=== block 1 ===
Figure 1. Power grid (block 1).
Bar = 20 um. Pins as bars on the die edge. Tap cells in grey.
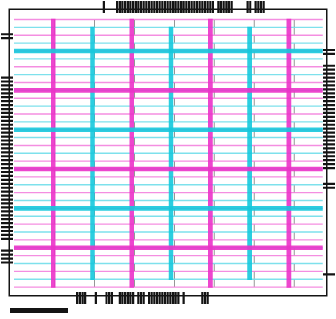
Figure 2. Cell classes on the final placement (block 1).
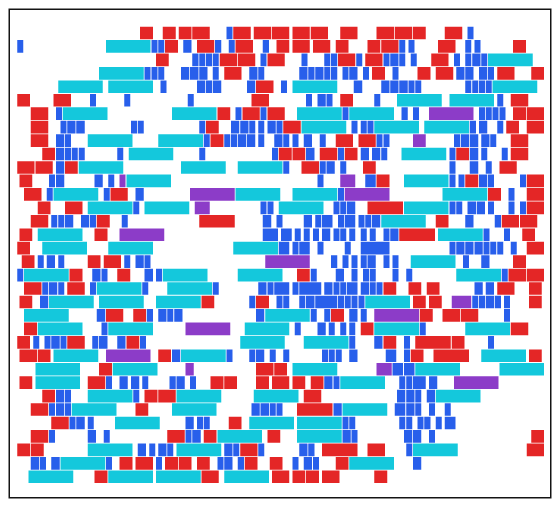
Figure 3. Clock network drawn from the DEF (block 1).
Bar = 20 um.
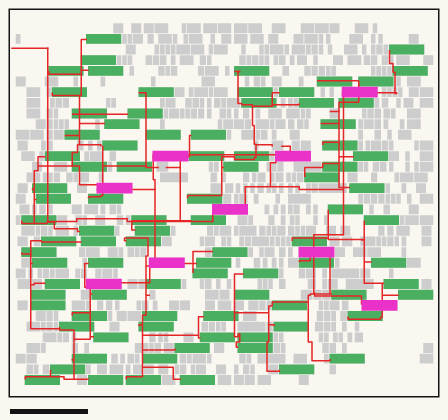
==> config.mk <==
export PLATFORM = sky130hd
export DESIGN_NAME = sdram_port_arbiter
export DESIGN_NICKNAME = d
export VERILOG_FILES = /design/src/rtl/sdram_port_arbiter.sv
export SDC_FILE = /design/constraint.sdc
export NUM_CORES = 1
export LEC_CHECK = 0
export ABC_AREA = 1
export CAP_MARGIN = 20
export CORE_ASPECT_RATIO = 0.9
export CORE_UTILIZATION = 40
export DETAILED_ROUTE_END_ITERATION = 6
export PLACE_DENSITY_LB_ADDON = 0.2
export SLEW_MARGIN = 20
export SYNTH_ARGS = -nofsm -noshare
export SYNTH_HDL_FRONTEND = slang
export SYNTH_SLANG_ARGS = --single-unit
==> constraint.sdc <==
create_clock -name clk -period 1.75 [get_ports clk]
set_input_delay 0.35 -clock clk [delete_from_list [all_inputs] [get_ports clk]]
set_output_delay 0.35 -clock clk [all_outputs]
set_load 0.05 [all_outputs]
==> src/rtl/sdram_port_arbiter.sv <==
// Two-port arbiter in front of the SDRAM controller host port (A: read-only fetcher, B: read/write).
// Optional command watchdog enabled by defining ARB_TIMEOUT_EN.
module sdram_port_arbiter #(
    parameter int ADDR_WIDTH     = 23,
    parameter int DATA_WIDTH     = 16,
    parameter int STARVE_LIMIT   = 4,
    parameter int TIMEOUT_CYCLES = 1023
) (
    input  logic                  clk,
    input  logic                  rst_n,
    input  logic                  a_req,
    input  logic [ADDR_WIDTH-1:0] a_addr,
    output logic                  a_ack,
    output logic [DATA_WIDTH-1:0] a_rd_data,
    output logic                  a_rd_valid,
    input  logic                  b_req,
    input  logic                  b_we,
    input  logic [ADDR_WIDTH-1:0] b_addr,
    input  logic [DATA_WIDTH-1:0] b_wr_data,
    output logic                  b_ack,
    output logic [DATA_WIDTH-1:0] b_rd_data,
    output logic                  b_rd_valid,
    output logic [ADDR_WIDTH-1:0] mem_addr,
    output logic [DATA_WIDTH-1:0] mem_wr_data,
    output logic                  mem_wr_enable,
    output logic                  mem_rd_enable,
    input  logic [DATA_WIDTH-1:0] mem_rd_data,
    input  logic                  mem_rd_ready,
    input  logic                  mem_busy,
    output logic                  timeout_err
);

    // Handshake: a requester holds req and its fields until the 1-cycle ack;
    // rd_valid is a 1-cycle pulse and rd_data holds until the next capture.

    typedef enum logic [2:0] {
        IDLE    = 3'd0,
        ISSUE   = 3'd1,
        WAIT_WR = 3'd2,
        WAIT_RD = 3'd3,
        DRAIN   = 3'd4
    } state_t;

    localparam logic [7:0] STARVE_MAX = 8'(STARVE_LIMIT);

    state_t                state, state_nxt;
    logic                  owner_b, owner_b_nxt;
    logic                  op_we, op_we_nxt;
    logic [7:0]            starve_cnt, starve_cnt_nxt;
    logic [ADDR_WIDTH-1:0] mem_addr_nxt;
    logic [DATA_WIDTH-1:0] mem_wr_data_nxt;
    logic                  mem_wr_enable_nxt, mem_rd_enable_nxt;
    logic                  a_ack_nxt, b_ack_nxt;
    logic                  a_rd_valid_nxt, b_rd_valid_nxt;
    logic [DATA_WIDTH-1:0] a_rd_data_nxt, b_rd_data_nxt;
    logic                  grant_b;
    logic                  timeout_hit;

    // B wins when A is idle or A has used up its consecutive-grant allowance.
    assign grant_b = b_req && (!a_req || (starve_cnt == STARVE_MAX));

`ifdef ARB_TIMEOUT_EN
    localparam int TW = $clog2(TIMEOUT_CYCLES + 1);
    localparam logic [TW-1:0] TMO_LAST = TW'(TIMEOUT_CYCLES - 1);

    logic [TW-1:0] tmo_cnt;

    // Fires on the TIMEOUT_CYCLES-th cycle spent outside IDLE.
    assign timeout_hit = (state != IDLE) && (tmo_cnt == TMO_LAST);

    always_ff @(posedge clk or negedge rst_n) begin
        if (!rst_n) begin
            tmo_cnt     <= '0;
            timeout_err <= 1'b0;
        end else begin
            if (state == IDLE || state_nxt == IDLE) begin
                tmo_cnt <= '0;
            end else begin
                tmo_cnt <= tmo_cnt + 1'b1;
            end
            if (timeout_hit) begin
                timeout_err <= 1'b1;
            end
        end
    end
`else
    assign timeout_hit = 1'b0;
    assign timeout_err = 1'b0;
`endif

    always_comb begin
        state_nxt         = state;
        owner_b_nxt       = owner_b;
        op_we_nxt         = op_we;
        starve_cnt_nxt    = starve_cnt;
        mem_addr_nxt      = mem_addr;
        mem_wr_data_nxt   = mem_wr_data;
        mem_wr_enable_nxt = mem_wr_enable;
        mem_rd_enable_nxt = mem_rd_enable;
        a_ack_nxt         = 1'b0;
        b_ack_nxt         = 1'b0;
        a_rd_valid_nxt    = 1'b0;
        b_rd_valid_nxt    = 1'b0;
        a_rd_data_nxt     = a_rd_data;
        b_rd_data_nxt     = b_rd_data;

        if (!b_req) begin
            starve_cnt_nxt = '0;
        end

        case (state)
            IDLE: begin
                if (!mem_busy && (a_req || b_req)) begin
                    owner_b_nxt = grant_b;
                    if (grant_b) begin
                        op_we_nxt       = b_we;
                        mem_addr_nxt    = b_addr;
                        mem_wr_data_nxt = b_wr_data;
                        starve_cnt_nxt  = '0;
                    end else begin
                        op_we_nxt       = 1'b0;
                        mem_addr_nxt    = a_addr;
                        mem_wr_data_nxt = '0;
                        if (b_req && (starve_cnt != STARVE_MAX)) begin
                            starve_cnt_nxt = starve_cnt + 8'd1;
                        end
                    end
                    mem_wr_enable_nxt = grant_b && b_we;
                    mem_rd_enable_nxt = !(grant_b && b_we);
                    state_nxt         = ISSUE;
                end
            end
            ISSUE: begin
                if (mem_busy) begin
                    mem_wr_enable_nxt = 1'b0;
                    mem_rd_enable_nxt = 1'b0;
                    a_ack_nxt         = !owner_b;
                    b_ack_nxt         = owner_b;
                    state_nxt         = op_we ? WAIT_WR : WAIT_RD;
                end
            end
            WAIT_WR: begin
                if (!mem_busy) begin
                    state_nxt = IDLE;
                end
            end
            WAIT_RD: begin
                if (mem_rd_ready) begin
                    if (owner_b) begin
                        b_rd_data_nxt  = mem_rd_data;
                        b_rd_valid_nxt = 1'b1;
                    end else begin
                        a_rd_data_nxt  = mem_rd_data;
                        a_rd_valid_nxt = 1'b1;
                    end
                    state_nxt = mem_busy ? DRAIN : IDLE;
                end
            end
            DRAIN: begin
                if (!mem_busy) begin
                    state_nxt = IDLE;
                end
            end
            default: begin
                state_nxt = IDLE;
            end
        endcase

        // Watchdog abandons the command outright: no ack, no read data.
        if (timeout_hit) begin
            state_nxt         = IDLE;
            mem_wr_enable_nxt = 1'b0;
            mem_rd_enable_nxt = 1'b0;
            a_ack_nxt         = 1'b0;
            b_ack_nxt         = 1'b0;
            a_rd_valid_nxt    = 1'b0;
            b_rd_valid_nxt    = 1'b0;
            a_rd_data_nxt     = a_rd_data;
            b_rd_data_nxt     = b_rd_data;
        end
    end

    always_ff @(posedge clk or negedge rst_n) begin
        if (!rst_n) begin
            state         <= IDLE;
            owner_b       <= 1'b0;
            op_we         <= 1'b0;
            starve_cnt    <= '0;
            mem_addr      <= '0;
            mem_wr_data   <= '0;
            mem_wr_enable <= 1'b0;
            mem_rd_enable <= 1'b0;
            a_ack         <= 1'b0;
            b_ack         <= 1'b0;
            a_rd_valid    <= 1'b0;
            b_rd_valid    <= 1'b0;
            a_rd_data     <= '0;
            b_rd_data     <= '0;
        end else begin
            state         <= state_nxt;
            owner_b       <= owner_b_nxt;
            op_we         <= op_we_nxt;
            starve_cnt    <= starve_cnt_nxt;
            mem_addr      <= mem_addr_nxt;
            mem_wr_data   <= mem_wr_data_nxt;
            mem_wr_enable <= mem_wr_enable_nxt;
            mem_rd_enable <= mem_rd_enable_nxt;
            a_ack         <= a_ack_nxt;
            b_ack         <= b_ack_nxt;
            a_rd_valid    <= a_rd_valid_nxt;
            b_rd_valid    <= b_rd_valid_nxt;
            a_rd_data     <= a_rd_data_nxt;
            b_rd_data     <= b_rd_data_nxt;
        end
    end

endmodule

==> metrics.csv <==
stage;metric;value;unit
run_status;run_status;finished, final reports clean;
power_and_ir_drop;p_int;5.61;mW
cells_and_area;syn_to_final_growth;48.6;%
power_and_ir_drop;power.share.combinational;0.524;
cts;post_cts_resize_count;0;
grt;grt_antenna_before_repair;0;
cells_and_area;final_core_util;0.623;
yosys;yosys.area.top_type_share;0.544;
power_and_ir_drop;power_leader;combinational cells;
route;dr.first_iter.drc_count;188;
yosys;postSynthRegisterBits;90;
timing;final_max_slew_viol_count;0;
power_and_ir_drop;power_sequential;3.37;mW
yosys;simple_gate_area_frac;0.274;
grt;overflow;0;
timing;setup_total_negative_slack;0;ns
cells_and_area;largest_register_ffs;23;
cells_and_area;drive_above_1_share;0.176;
grt;global_route.usage.met3;0.0694;
run;tool_warnings;27;
setup_path;critPathLaunch;starve_cnt[1];
grt;groute.usage.overall;0.209;
power_and_ir_drop;power.share.switching;0.486;
yosys;seq_area_frac_synth;0.544;
route;ant_nets;0;
setup_path;cp_num_cells;8;
timing;timing.final.crit_period;1.61;ns
cells_and_area;comb_area_share;0.232;
setup_path;setup.worst_path.class;register to register;
setup_path;cp.required;1.99;ns
floorplanning;design.core.area;9870;um^2
yosys;synth_area;4140;um^2
placement;place_congestion;0.829;
Notes on Figure 1 above:
| net | colour |
|---|---|
| VDD | cyan |
| VSS | magenta |
met4 straps: 7
tap cells: 126
rows: 34

Notes on Figure 2 above:
| class | colour | cells |
|---|---|---|
| flops | cyan | 90 |
| clock drivers and dummy loads | purple | 16 |
| other buffers and delay cells | red | 186 |
| all other logic | blue | 411 |

Notes on Figure 3 above:
[flip-flops] green | count: 90
[cells driving clock nets] magenta | count: 9
[clock wires] red | length: 1170 um
flops lie: spread over the die
routed clock nets: 10


=== block 2 ===
Figure 4. Cell classes on the final placement (block 2).
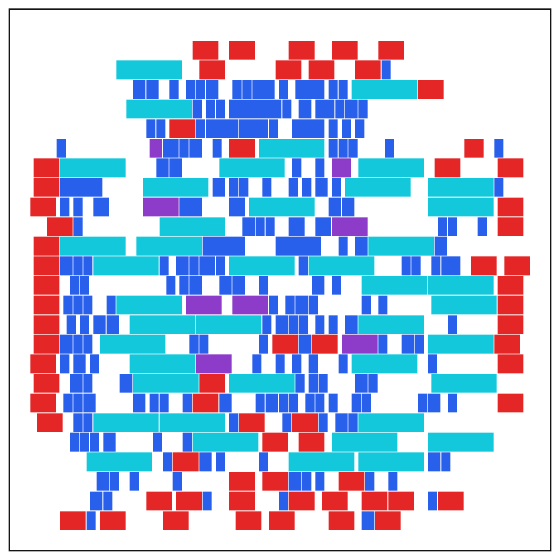
Figure 5. Power grid (block 2).
Bar = 20 um. Pins as bars on the die edge. Tap cells in grey.
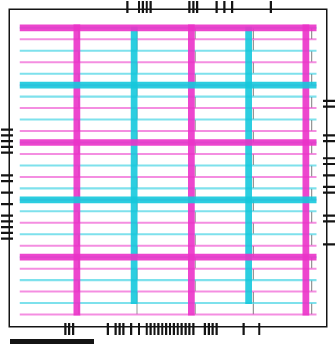
Figure 6. The clock network (block 2).
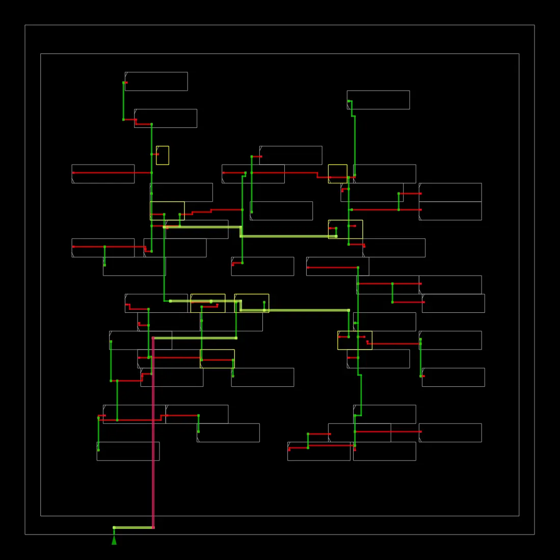
[src/rtl/de_bad_detect_pipe_pkg.sv]
// Shared opcode constants, instruction-form masks and code classifiers for
// the decode-stage bad-opcode check.
package de_bad_detect_pipe_pkg;

  localparam logic [5:0] OP_BAD_02 = 6'h02;
  localparam logic [5:0] OP_BAD_03 = 6'h03;
  localparam logic [5:0] OP_BAD_0B = 6'h0B;
  localparam logic [5:0] OP_BAD_14 = 6'h14;
  localparam logic [5:0] OP_BAD_15 = 6'h15;
  localparam logic [5:0] OP_BAD_16 = 6'h16;
  localparam logic [5:0] OP_BAD_17 = 6'h17;
  localparam logic [5:0] OP_BAD_18 = 6'h18;
  localparam logic [5:0] OP_BAD_19 = 6'h19;
  localparam logic [5:0] OP_BAD_1A = 6'h1A;
  localparam logic [5:0] OP_BAD_1B = 6'h1B;
  localparam logic [5:0] OP_BAD_22 = 6'h22;
  localparam logic [5:0] OP_BAD_23 = 6'h23;
  localparam logic [5:0] OP_BAD_2B = 6'h2B;

  // Legal only in the 64-bit form.
  localparam logic [5:0] OP_FSTAR = 6'h3C;
  localparam logic [5:0] OP_LUI   = 6'h3D;
  localparam logic [5:0] OP_JALI  = 6'h3E;
  localparam logic [5:0] OP_JI    = 6'h3F;

  localparam logic [7:0] FORM16_MASK   = 8'h80;
  localparam logic [7:0] FORM16_VAL    = 8'h00;
  localparam logic [7:0] FORMWIDE_MASK = 8'hC0;
  localparam logic [7:0] FORM32_VAL    = 8'h80;
  localparam logic [7:0] FORM64_VAL    = 8'hC0;

  function automatic logic is16(input logic [7:0] op);
    return (op & FORM16_MASK) == FORM16_VAL;
  endfunction

  function automatic logic is32(input logic [7:0] op);
    return (op & FORMWIDE_MASK) == FORM32_VAL;
  endfunction

  function automatic logic is64(input logic [7:0] op);
    return (op & FORMWIDE_MASK) == FORM64_VAL;
  endfunction

  function automatic logic isBadCode(input logic [5:0] code);
    return code inside {OP_BAD_02, OP_BAD_03, OP_BAD_0B, OP_BAD_14, OP_BAD_15, OP_BAD_16,
                        OP_BAD_17, OP_BAD_18, OP_BAD_19, OP_BAD_1A, OP_BAD_1B, OP_BAD_22,
                        OP_BAD_23, OP_BAD_2B};
  endfunction

  function automatic logic isWideOnly(input logic [5:0] code);
    return code inside {OP_FSTAR, OP_LUI, OP_JALI, OP_JI};
  endfunction

endpackage

[src/rtl/de_bad_lane.sv]
// Combinational single-byte bad-opcode classifier; a disabled lane is never bad.
module de_bad_lane
  import de_bad_detect_pipe_pkg::*;
(
  input  logic [7:0] op,
  input  logic       en,
  output logic       bad
);

  always_comb begin
    bad = 1'b0;
    if (en) begin
      if (is16(op)) begin
        bad = (op[6:4] == 3'h7);
      end else if (is32(op)) begin
        bad = isBadCode(op[5:0]) | isWideOnly(op[5:0]);
      end else if (is64(op)) begin
        bad = isBadCode(op[5:0]);
      end
    end
  end

endmodule

[src/rtl/de_bad_detect_pipe.sv]
// One registered stage classifying LANES opcode bytes per group, with sticky
// first-fault capture and a saturating bad-lane counter updated on delivery.
module de_bad_detect_pipe
  import de_bad_detect_pipe_pkg::*;
#(
  parameter int unsigned LANES  = 2,
  parameter int unsigned CNT_W  = 8,
  parameter int unsigned LANE_W = 3
) (
  input  logic                 clk,
  input  logic                 rst,
  input  logic                 in_valid,
  output logic                 in_ready,
  input  logic [LANES*8-1:0]   in_ops,
  input  logic [LANES-1:0]     in_lane_en,
  output logic                 out_valid,
  input  logic                 out_ready,
  output logic [LANES*8-1:0]   out_ops,
  output logic [LANES-1:0]     out_lane_en,
  output logic [LANES-1:0]     out_bad,
  output logic                 out_any_bad,
  output logic                 flt_valid,
  output logic [LANE_W-1:0]    flt_lane,
  output logic [7:0]           flt_op,
  output logic [CNT_W-1:0]     flt_count,
  input  logic                 flt_clear
);

  localparam logic [CNT_W+3:0] CntMax = {4'b0, {CNT_W{1'b1}}};

  logic [LANES-1:0]  laneBad;
  logic              inXfer;
  logic              outXfer;
  logic              fltValidD;
  logic [LANE_W-1:0] fltLaneD;
  logic [7:0]        fltOpD;
  logic [CNT_W-1:0]  fltCountD;
  logic [LANE_W-1:0] badIdx;
  logic [7:0]        badOp;
  logic [CNT_W+3:0]  cntSum;

  function automatic logic [3:0] popCount(input logic [LANES-1:0] v);
    logic [3:0] n;
    n = '0;
    for (int i = 0; i < int'(LANES); i++) n = n + {3'b0, v[i]};
    return n;
  endfunction

  function automatic logic [LANE_W-1:0] firstBad(input logic [LANES-1:0] v);
    logic [LANE_W-1:0] idx;
    idx = '0;
    for (int i = int'(LANES) - 1; i >= 0; i--) begin
      if (v[i]) idx = LANE_W'(i);
    end
    return idx;
  endfunction

  for (genvar g = 0; g < int'(LANES); g++) begin : gLane
    de_bad_lane uLane (
      .op  (in_ops[8*g +: 8]),
      .en  (in_lane_en[g]),
      .bad (laneBad[g])
    );
  end

  assign in_ready = ~out_valid | out_ready;
  assign inXfer   = in_valid & in_ready;
  assign outXfer  = out_valid & out_ready;

  always_ff @(posedge clk or posedge rst) begin
    if (rst) begin
      out_valid   <= 1'b0;
      out_ops     <= '0;
      out_lane_en <= '0;
      out_bad     <= '0;
      out_any_bad <= 1'b0;
    end else if (inXfer) begin
      out_valid   <= 1'b1;
      out_ops     <= in_ops;
      out_lane_en <= in_lane_en;
      out_bad     <= laneBad;
      out_any_bad <= |laneBad;
    end else if (outXfer) begin
      out_valid <= 1'b0;
    end
  end

  // Clear applies first so a same-cycle delivery captures into cleared state.
  always_comb begin
    badIdx = firstBad(out_bad);
    badOp  = '0;
    for (int i = int'(LANES) - 1; i >= 0; i--) begin
      if (out_bad[i]) badOp = out_ops[8*i +: 8];
    end
    fltValidD = flt_valid;
    fltLaneD  = flt_lane;
    fltOpD    = flt_op;
    fltCountD = flt_count;
    cntSum    = '0;
    if (flt_clear) begin
      fltValidD = 1'b0;
      fltLaneD  = '0;
      fltOpD    = '0;
      fltCountD = '0;
    end
    if (outXfer) begin
      cntSum    = {4'b0, fltCountD} + {{CNT_W{1'b0}}, popCount(out_bad)};
      fltCountD = (cntSum > CntMax) ? {CNT_W{1'b1}} : cntSum[CNT_W-1:0];
      if (out_any_bad && !fltValidD) begin
        fltValidD = 1'b1;
        fltLaneD  = badIdx;
        fltOpD    = badOp;
      end
    end
  end

  always_ff @(posedge clk or posedge rst) begin
    if (rst) begin
      flt_valid <= 1'b0;
      flt_lane  <= '0;
      flt_op    <= '0;
      flt_count <= '0;
    end else begin
      flt_valid <= fltValidD;
      flt_lane  <= fltLaneD;
      flt_op    <= fltOpD;
      flt_count <= fltCountD;
    end
  end

endmodule

[config.mk]
export PLATFORM = sky130hd
export DESIGN_NAME = de_bad_detect_pipe
export DESIGN_NICKNAME = d
export VERILOG_FILES = /design/src/rtl/de_bad_detect_pipe_pkg.sv /design/src/rtl/de_bad_lane.sv /design/src/rtl/de_bad_detect_pipe.sv
export SDC_FILE = /design/constraint.sdc
export NUM_CORES = 1
export LEC_CHECK = 0
export ABC_AREA = 1
export ABC_CLOCK_PERIOD_IN_PS = 4870
export CAP_MARGIN = 20
export CORE_MARGIN = 2
export CORE_UTILIZATION = 40
export CTS_CLUSTER_DIAMETER = 50
export CTS_CLUSTER_SIZE = 40
export DETAILED_ROUTE_END_ITERATION = 7
export PLACE_DENSITY = 0.73
export SLEW_MARGIN = 20
export SYNTH_ARGS = -nofsm -noshare
export SYNTH_HDL_FRONTEND = slang
export SYNTH_SLANG_ARGS = --single-unit
[constraint.sdc]
create_clock -name clk -period 4.87 [get_ports clk]
set_input_delay 0.487 -clock clk [delete_from_list [all_inputs] [get_ports clk]]
set_output_delay 0.487 -clock clk [all_outputs]
set_load 0.02 [all_outputs]
==> metrics.csv <==
stage;metric;value;unit
cts;clock-root-buffer;sky130_fd_sc_hd__clkbuf_8;
cells_and_area;drive_above_1_share;0.0683;
setup_path;critical_path.top_delay_family;buffers and inverters;
placement;dp_worst_setup_slack;2.48;ns
route;number_of_detailed_routing_iterations_run_before_antenna_repair;4;
timing;timing_worst_slew_pin_value;0.803;ns
yosys;netlist_instances;251;
route;dr.first_iter.drc_count;126;
setup_path;crit_chain;clkdlybuf4s50_1, inv_1, nand2_1, clkdlybuf4s50_1;
yosys;simple_gate_area_frac;0.313;
cts;ctsHoldBuffers;0;
floorplanning;die_w;74.9;um
run_status;run_status;finished, final reports clean;
cells_and_area;highest_count_cells_in_the_layout_ignoring_fill_and_taps;sky130_fd_sc_hd__nand2_1 (85), sky130_fd_sc_hd__clkdlybuf4s50_1 (65), sky130_fd_sc_hd__dfrtp_1 (42), sky130_fd_sc_hd__inv_1 (33);
cells_and_area;final_nets;346;
power_and_ir_drop;power.switching;0.245;mW
grt;grt_antenna_before_repair;0;
hold_path;hold_path_startpoint;flt_lane[0];
yosys;synth.mux.area_fraction;0;
yosys;synth.top_cells.by_area;sky130_fd_sc_hd__dfrtp_1 (52%), sky130_fd_sc_hd__nand2_1 (16%), sky130_fd_sc_hd__inv_1 (6.2%), sky130_fd_sc_hd__nand3_1 (5.5%), sky130_fd_sc_hd__o21ai_0 (4.7%);
timing;max-slew-margin-rel;0.464;
yosys;synth.net_count;276;
timing;clock-skew-final;0.00529;ns
About Figure 4:
| class | colour | cells |
|---|---|---|
| other buffers and delay cells | red | 66 |
| clock drivers and dummy loads | purple | 8 |
| flops | cyan | 42 |
| all other logic | blue | 206 |
final standard cell utilization of the core: 0.593
sequential cell area share: 0.370
post-route cell area: 2840 um^2
number of placement rows: 25

About Figure 5:
| net | colour |
|---|---|
| VDD | cyan |
| VSS | magenta |
met5 straps: 5
signal pins: 66
tap cells: 67

About Figure 6:
insertion delay of the later-clocked pin in the worst-skew pair: 0.29 ns
count of flip-flops and latches: 42
clk_buf instances: 6
CTS buffer count: 5
clock tree sinks: 42


=== block 3 ===
File: config.mk
export PLATFORM = sky130hd
export DESIGN_NAME = freq_meter
export DESIGN_NICKNAME = d
export VERILOG_FILES = /design/src/rtl/freq_meter.sv
export SDC_FILE = /design/constraint.sdc
export NUM_CORES = 1
export LEC_CHECK = 0
export ABC_CLOCK_PERIOD_IN_PS = 5800
export CAP_MARGIN = 40
export CELL_PAD_IN_SITES_DETAIL_PLACEMENT = 1
export CELL_PAD_IN_SITES_GLOBAL_PLACEMENT = 1
export CORE_ASPECT_RATIO = 1.1
export CORE_MARGIN = 2
export CORE_UTILIZATION = 35
export DETAILED_ROUTE_END_ITERATION = 10
export HOLD_SLACK_MARGIN = 0.05
export PLACE_DENSITY = 0.67
export SLEW_MARGIN = 10
export SYNTH_ARGS = -nofsm -noshare
export SYNTH_HDL_FRONTEND = slang
export SYNTH_SLANG_ARGS = --single-unit
File: constraint.sdc
create_clock -name clk -period 5.8 [get_ports clk]
set_input_delay 1.45 -clock clk [delete_from_list [all_inputs] [get_ports clk]]
set_output_delay 1.45 -clock clk [all_outputs]
set_load 0.005 [all_outputs]
File: src/rtl/freq_meter.sv
// Gated frequency counter: counts synchronized rising edges of sig_in over a
// fixed window of GATE_CYCLES clk cycles and reports the count once per window.
module freq_meter #(
  parameter int GATE_CYCLES = 50000000,
  parameter int CNT_W       = 26
) (
  input  logic             clk,
  input  logic             rst,
  input  logic             sig_in,
  input  logic             start,
  input  logic             cont,
  output logic             busy,
  output logic [CNT_W-1:0] freq_out,
  output logic             valid,
  output logic             ovf
);

  localparam int GW = (GATE_CYCLES > 1) ? $clog2(GATE_CYCLES) : 1;
  localparam logic [GW-1:0]    GATE_LAST = GW'(GATE_CYCLES - 1);
  localparam logic [CNT_W-1:0] CNT_MAX   = '1;

  typedef enum logic [1:0] {IDLE, MEASURE, DONE} state_t;

  state_t           state_q, state_d;
  logic [2:0]       sync_q, sync_d;
  logic [GW-1:0]    gate_cnt_q, gate_cnt_d;
  logic [CNT_W-1:0] edge_cnt_q, edge_cnt_d;
  logic             sat_q, sat_d;
  logic [CNT_W-1:0] freq_q, freq_d;
  logic             ovf_q, ovf_d;
  logic             valid_q, valid_d;
  logic             busy_q, busy_d;
  logic             rise;
  logic [CNT_W-1:0] edge_cnt_inc;
  logic             sat_inc;

  assign rise = sync_q[1] & ~sync_q[2];

  // The result registers load on the way into DONE so that freq_out, ovf and
  // valid are all presented together during the single DONE cycle.
  always_comb begin
    sync_d       = {sync_q[1:0], sig_in};
    state_d      = state_q;
    gate_cnt_d   = gate_cnt_q;
    edge_cnt_d   = edge_cnt_q;
    sat_d        = sat_q;
    freq_d       = freq_q;
    ovf_d        = ovf_q;
    valid_d      = 1'b0;
    busy_d       = 1'b0;
    edge_cnt_inc = (rise && (edge_cnt_q != CNT_MAX)) ? edge_cnt_q + 1'b1 : edge_cnt_q;
    sat_inc      = sat_q | (rise && (edge_cnt_q == CNT_MAX));

    case (state_q)
      IDLE: begin
        if (start || cont) begin
          state_d    = MEASURE;
          gate_cnt_d = '0;
          edge_cnt_d = '0;
          sat_d      = 1'b0;
          busy_d     = 1'b1;
        end
      end
      MEASURE: begin
        edge_cnt_d = edge_cnt_inc;
        sat_d      = sat_inc;
        if (gate_cnt_q == GATE_LAST) begin
          state_d = DONE;
          freq_d  = edge_cnt_inc;
          ovf_d   = sat_inc;
          valid_d = 1'b1;
        end else begin
          gate_cnt_d = gate_cnt_q + 1'b1;
          busy_d     = 1'b1;
        end
      end
      DONE: begin
        gate_cnt_d = '0;
        edge_cnt_d = '0;
        sat_d      = 1'b0;
        if (cont) begin
          state_d = MEASURE;
          busy_d  = 1'b1;
        end else begin
          state_d = IDLE;
        end
      end
      default: state_d = IDLE;
    endcase
  end

  always_ff @(posedge clk or posedge rst) begin
    if (rst) begin
      state_q    <= IDLE;
      sync_q     <= '0;
      gate_cnt_q <= '0;
      edge_cnt_q <= '0;
      sat_q      <= 1'b0;
      freq_q     <= '0;
      ovf_q      <= 1'b0;
      valid_q    <= 1'b0;
      busy_q     <= 1'b0;
    end else begin
      state_q    <= state_d;
      sync_q     <= sync_d;
      gate_cnt_q <= gate_cnt_d;
      edge_cnt_q <= edge_cnt_d;
      sat_q      <= sat_d;
      freq_q     <= freq_d;
      ovf_q      <= ovf_d;
      valid_q    <= valid_d;
      busy_q     <= busy_d;
    end
  end

  assign busy     = busy_q;
  assign freq_out = freq_q;
  assign valid    = valid_q;
  assign ovf      = ovf_q;

endmodule
==> metrics.csv <==
stage;metric;value;unit
power_and_ir_drop;power.share.combinational;0.071;
cells_and_area;signal_buffers;45;
cells_and_area;final_nets;551;
run;drv_cap;0;
cells_and_area;syn_to_final_growth;17.1;%
timing;post-route-period-util;0.581;
yosys;yosys_most_used_dff;sky130_fd_sc_hd__dfrtp_1;
grt;maximum_number_of_pins_on_one_net_before_global_route_repair;45;
cells_and_area;drive_above_1_share;0.0801;
route;number_of_detailed_routing_iterations_run_before_antenna_repair;4;
grt;grt_first_pass_wirelength;21.8;mm
setup_path;critPathCapture;gate_cnt_q[23];
placement;dpl_cell_area;5240;um^2
power_and_ir_drop;p_int;1.02;mW
hold_path;min_to;sync_q[1];
setup_path;r2r_slack;2.84;ns
power_and_ir_drop;power_leader;registers;
timing;timing.final.setup_violations;0;
run_status;run_status;finished, final reports clean;
yosys;postSynth.asyncResetShare;1.00;
cells_and_area;layout.nonclk_buf_frac;0.0832;
cts;clock-sinks;87;
power_and_ir_drop;design_power_total;1.36;mW
cells_and_area;sh_seq_area;0.393;
yosys;simple_gate_area_frac;0.253;
power_and_ir_drop;share_clk_of_total_power;0.431;
timing;layout_setup_ws;2.43;ns
Figure 7. Power grid (block 3).
Bar = 20 um. Pins as bars on the die edge. Tap cells in grey.
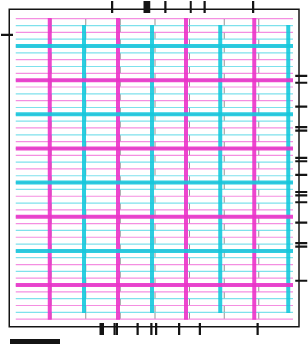
| net | colour |
|---|---|
| VSS | magenta |
| VDD | cyan |
met1 rails: 45
tap cells: 161
met5 straps: 8

Figure 8. Cell classes on the final placement (block 3).
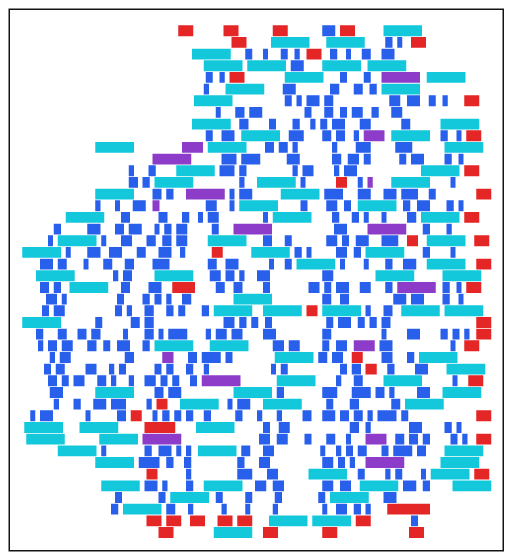
| class | colour | cells |
|---|---|---|
| flops | cyan | 87 |
| other buffers and delay cells | red | 45 |
| clock drivers and dummy loads | purple | 16 |
| all other logic | blue | 401 |

Figure 9. Clock network drawn from the DEF (block 3).
Bar = 20 um.
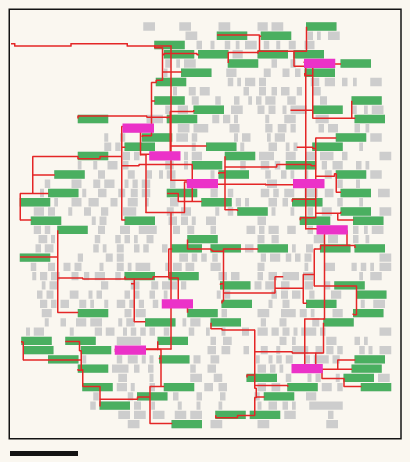
[clock wires] red | length: 1340 um
[flip-flops] green | count: 87
[cells driving clock nets] magenta | count: 9
routed clock nets: 10
insertion delay of the later-clocked pin in the worst-skew pair: 0.35 ns
clock group power: 0.585 mW



==> layout pictures side by side <==
Metal layers overlaid.
Bar = 20 um. Two of the layers only.
panel A
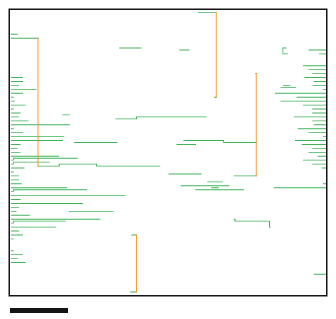
panel B
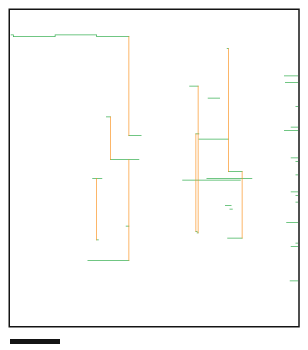
panel C
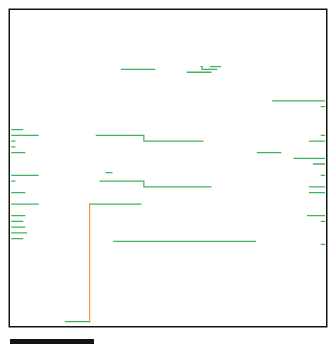
| picture | from |
|---|---|
| panel B | block 3 |
| panel C | block 2 |
| panel A | block 1 |

Power figures rest on the tool's default switching activity, not on a simulated workload.
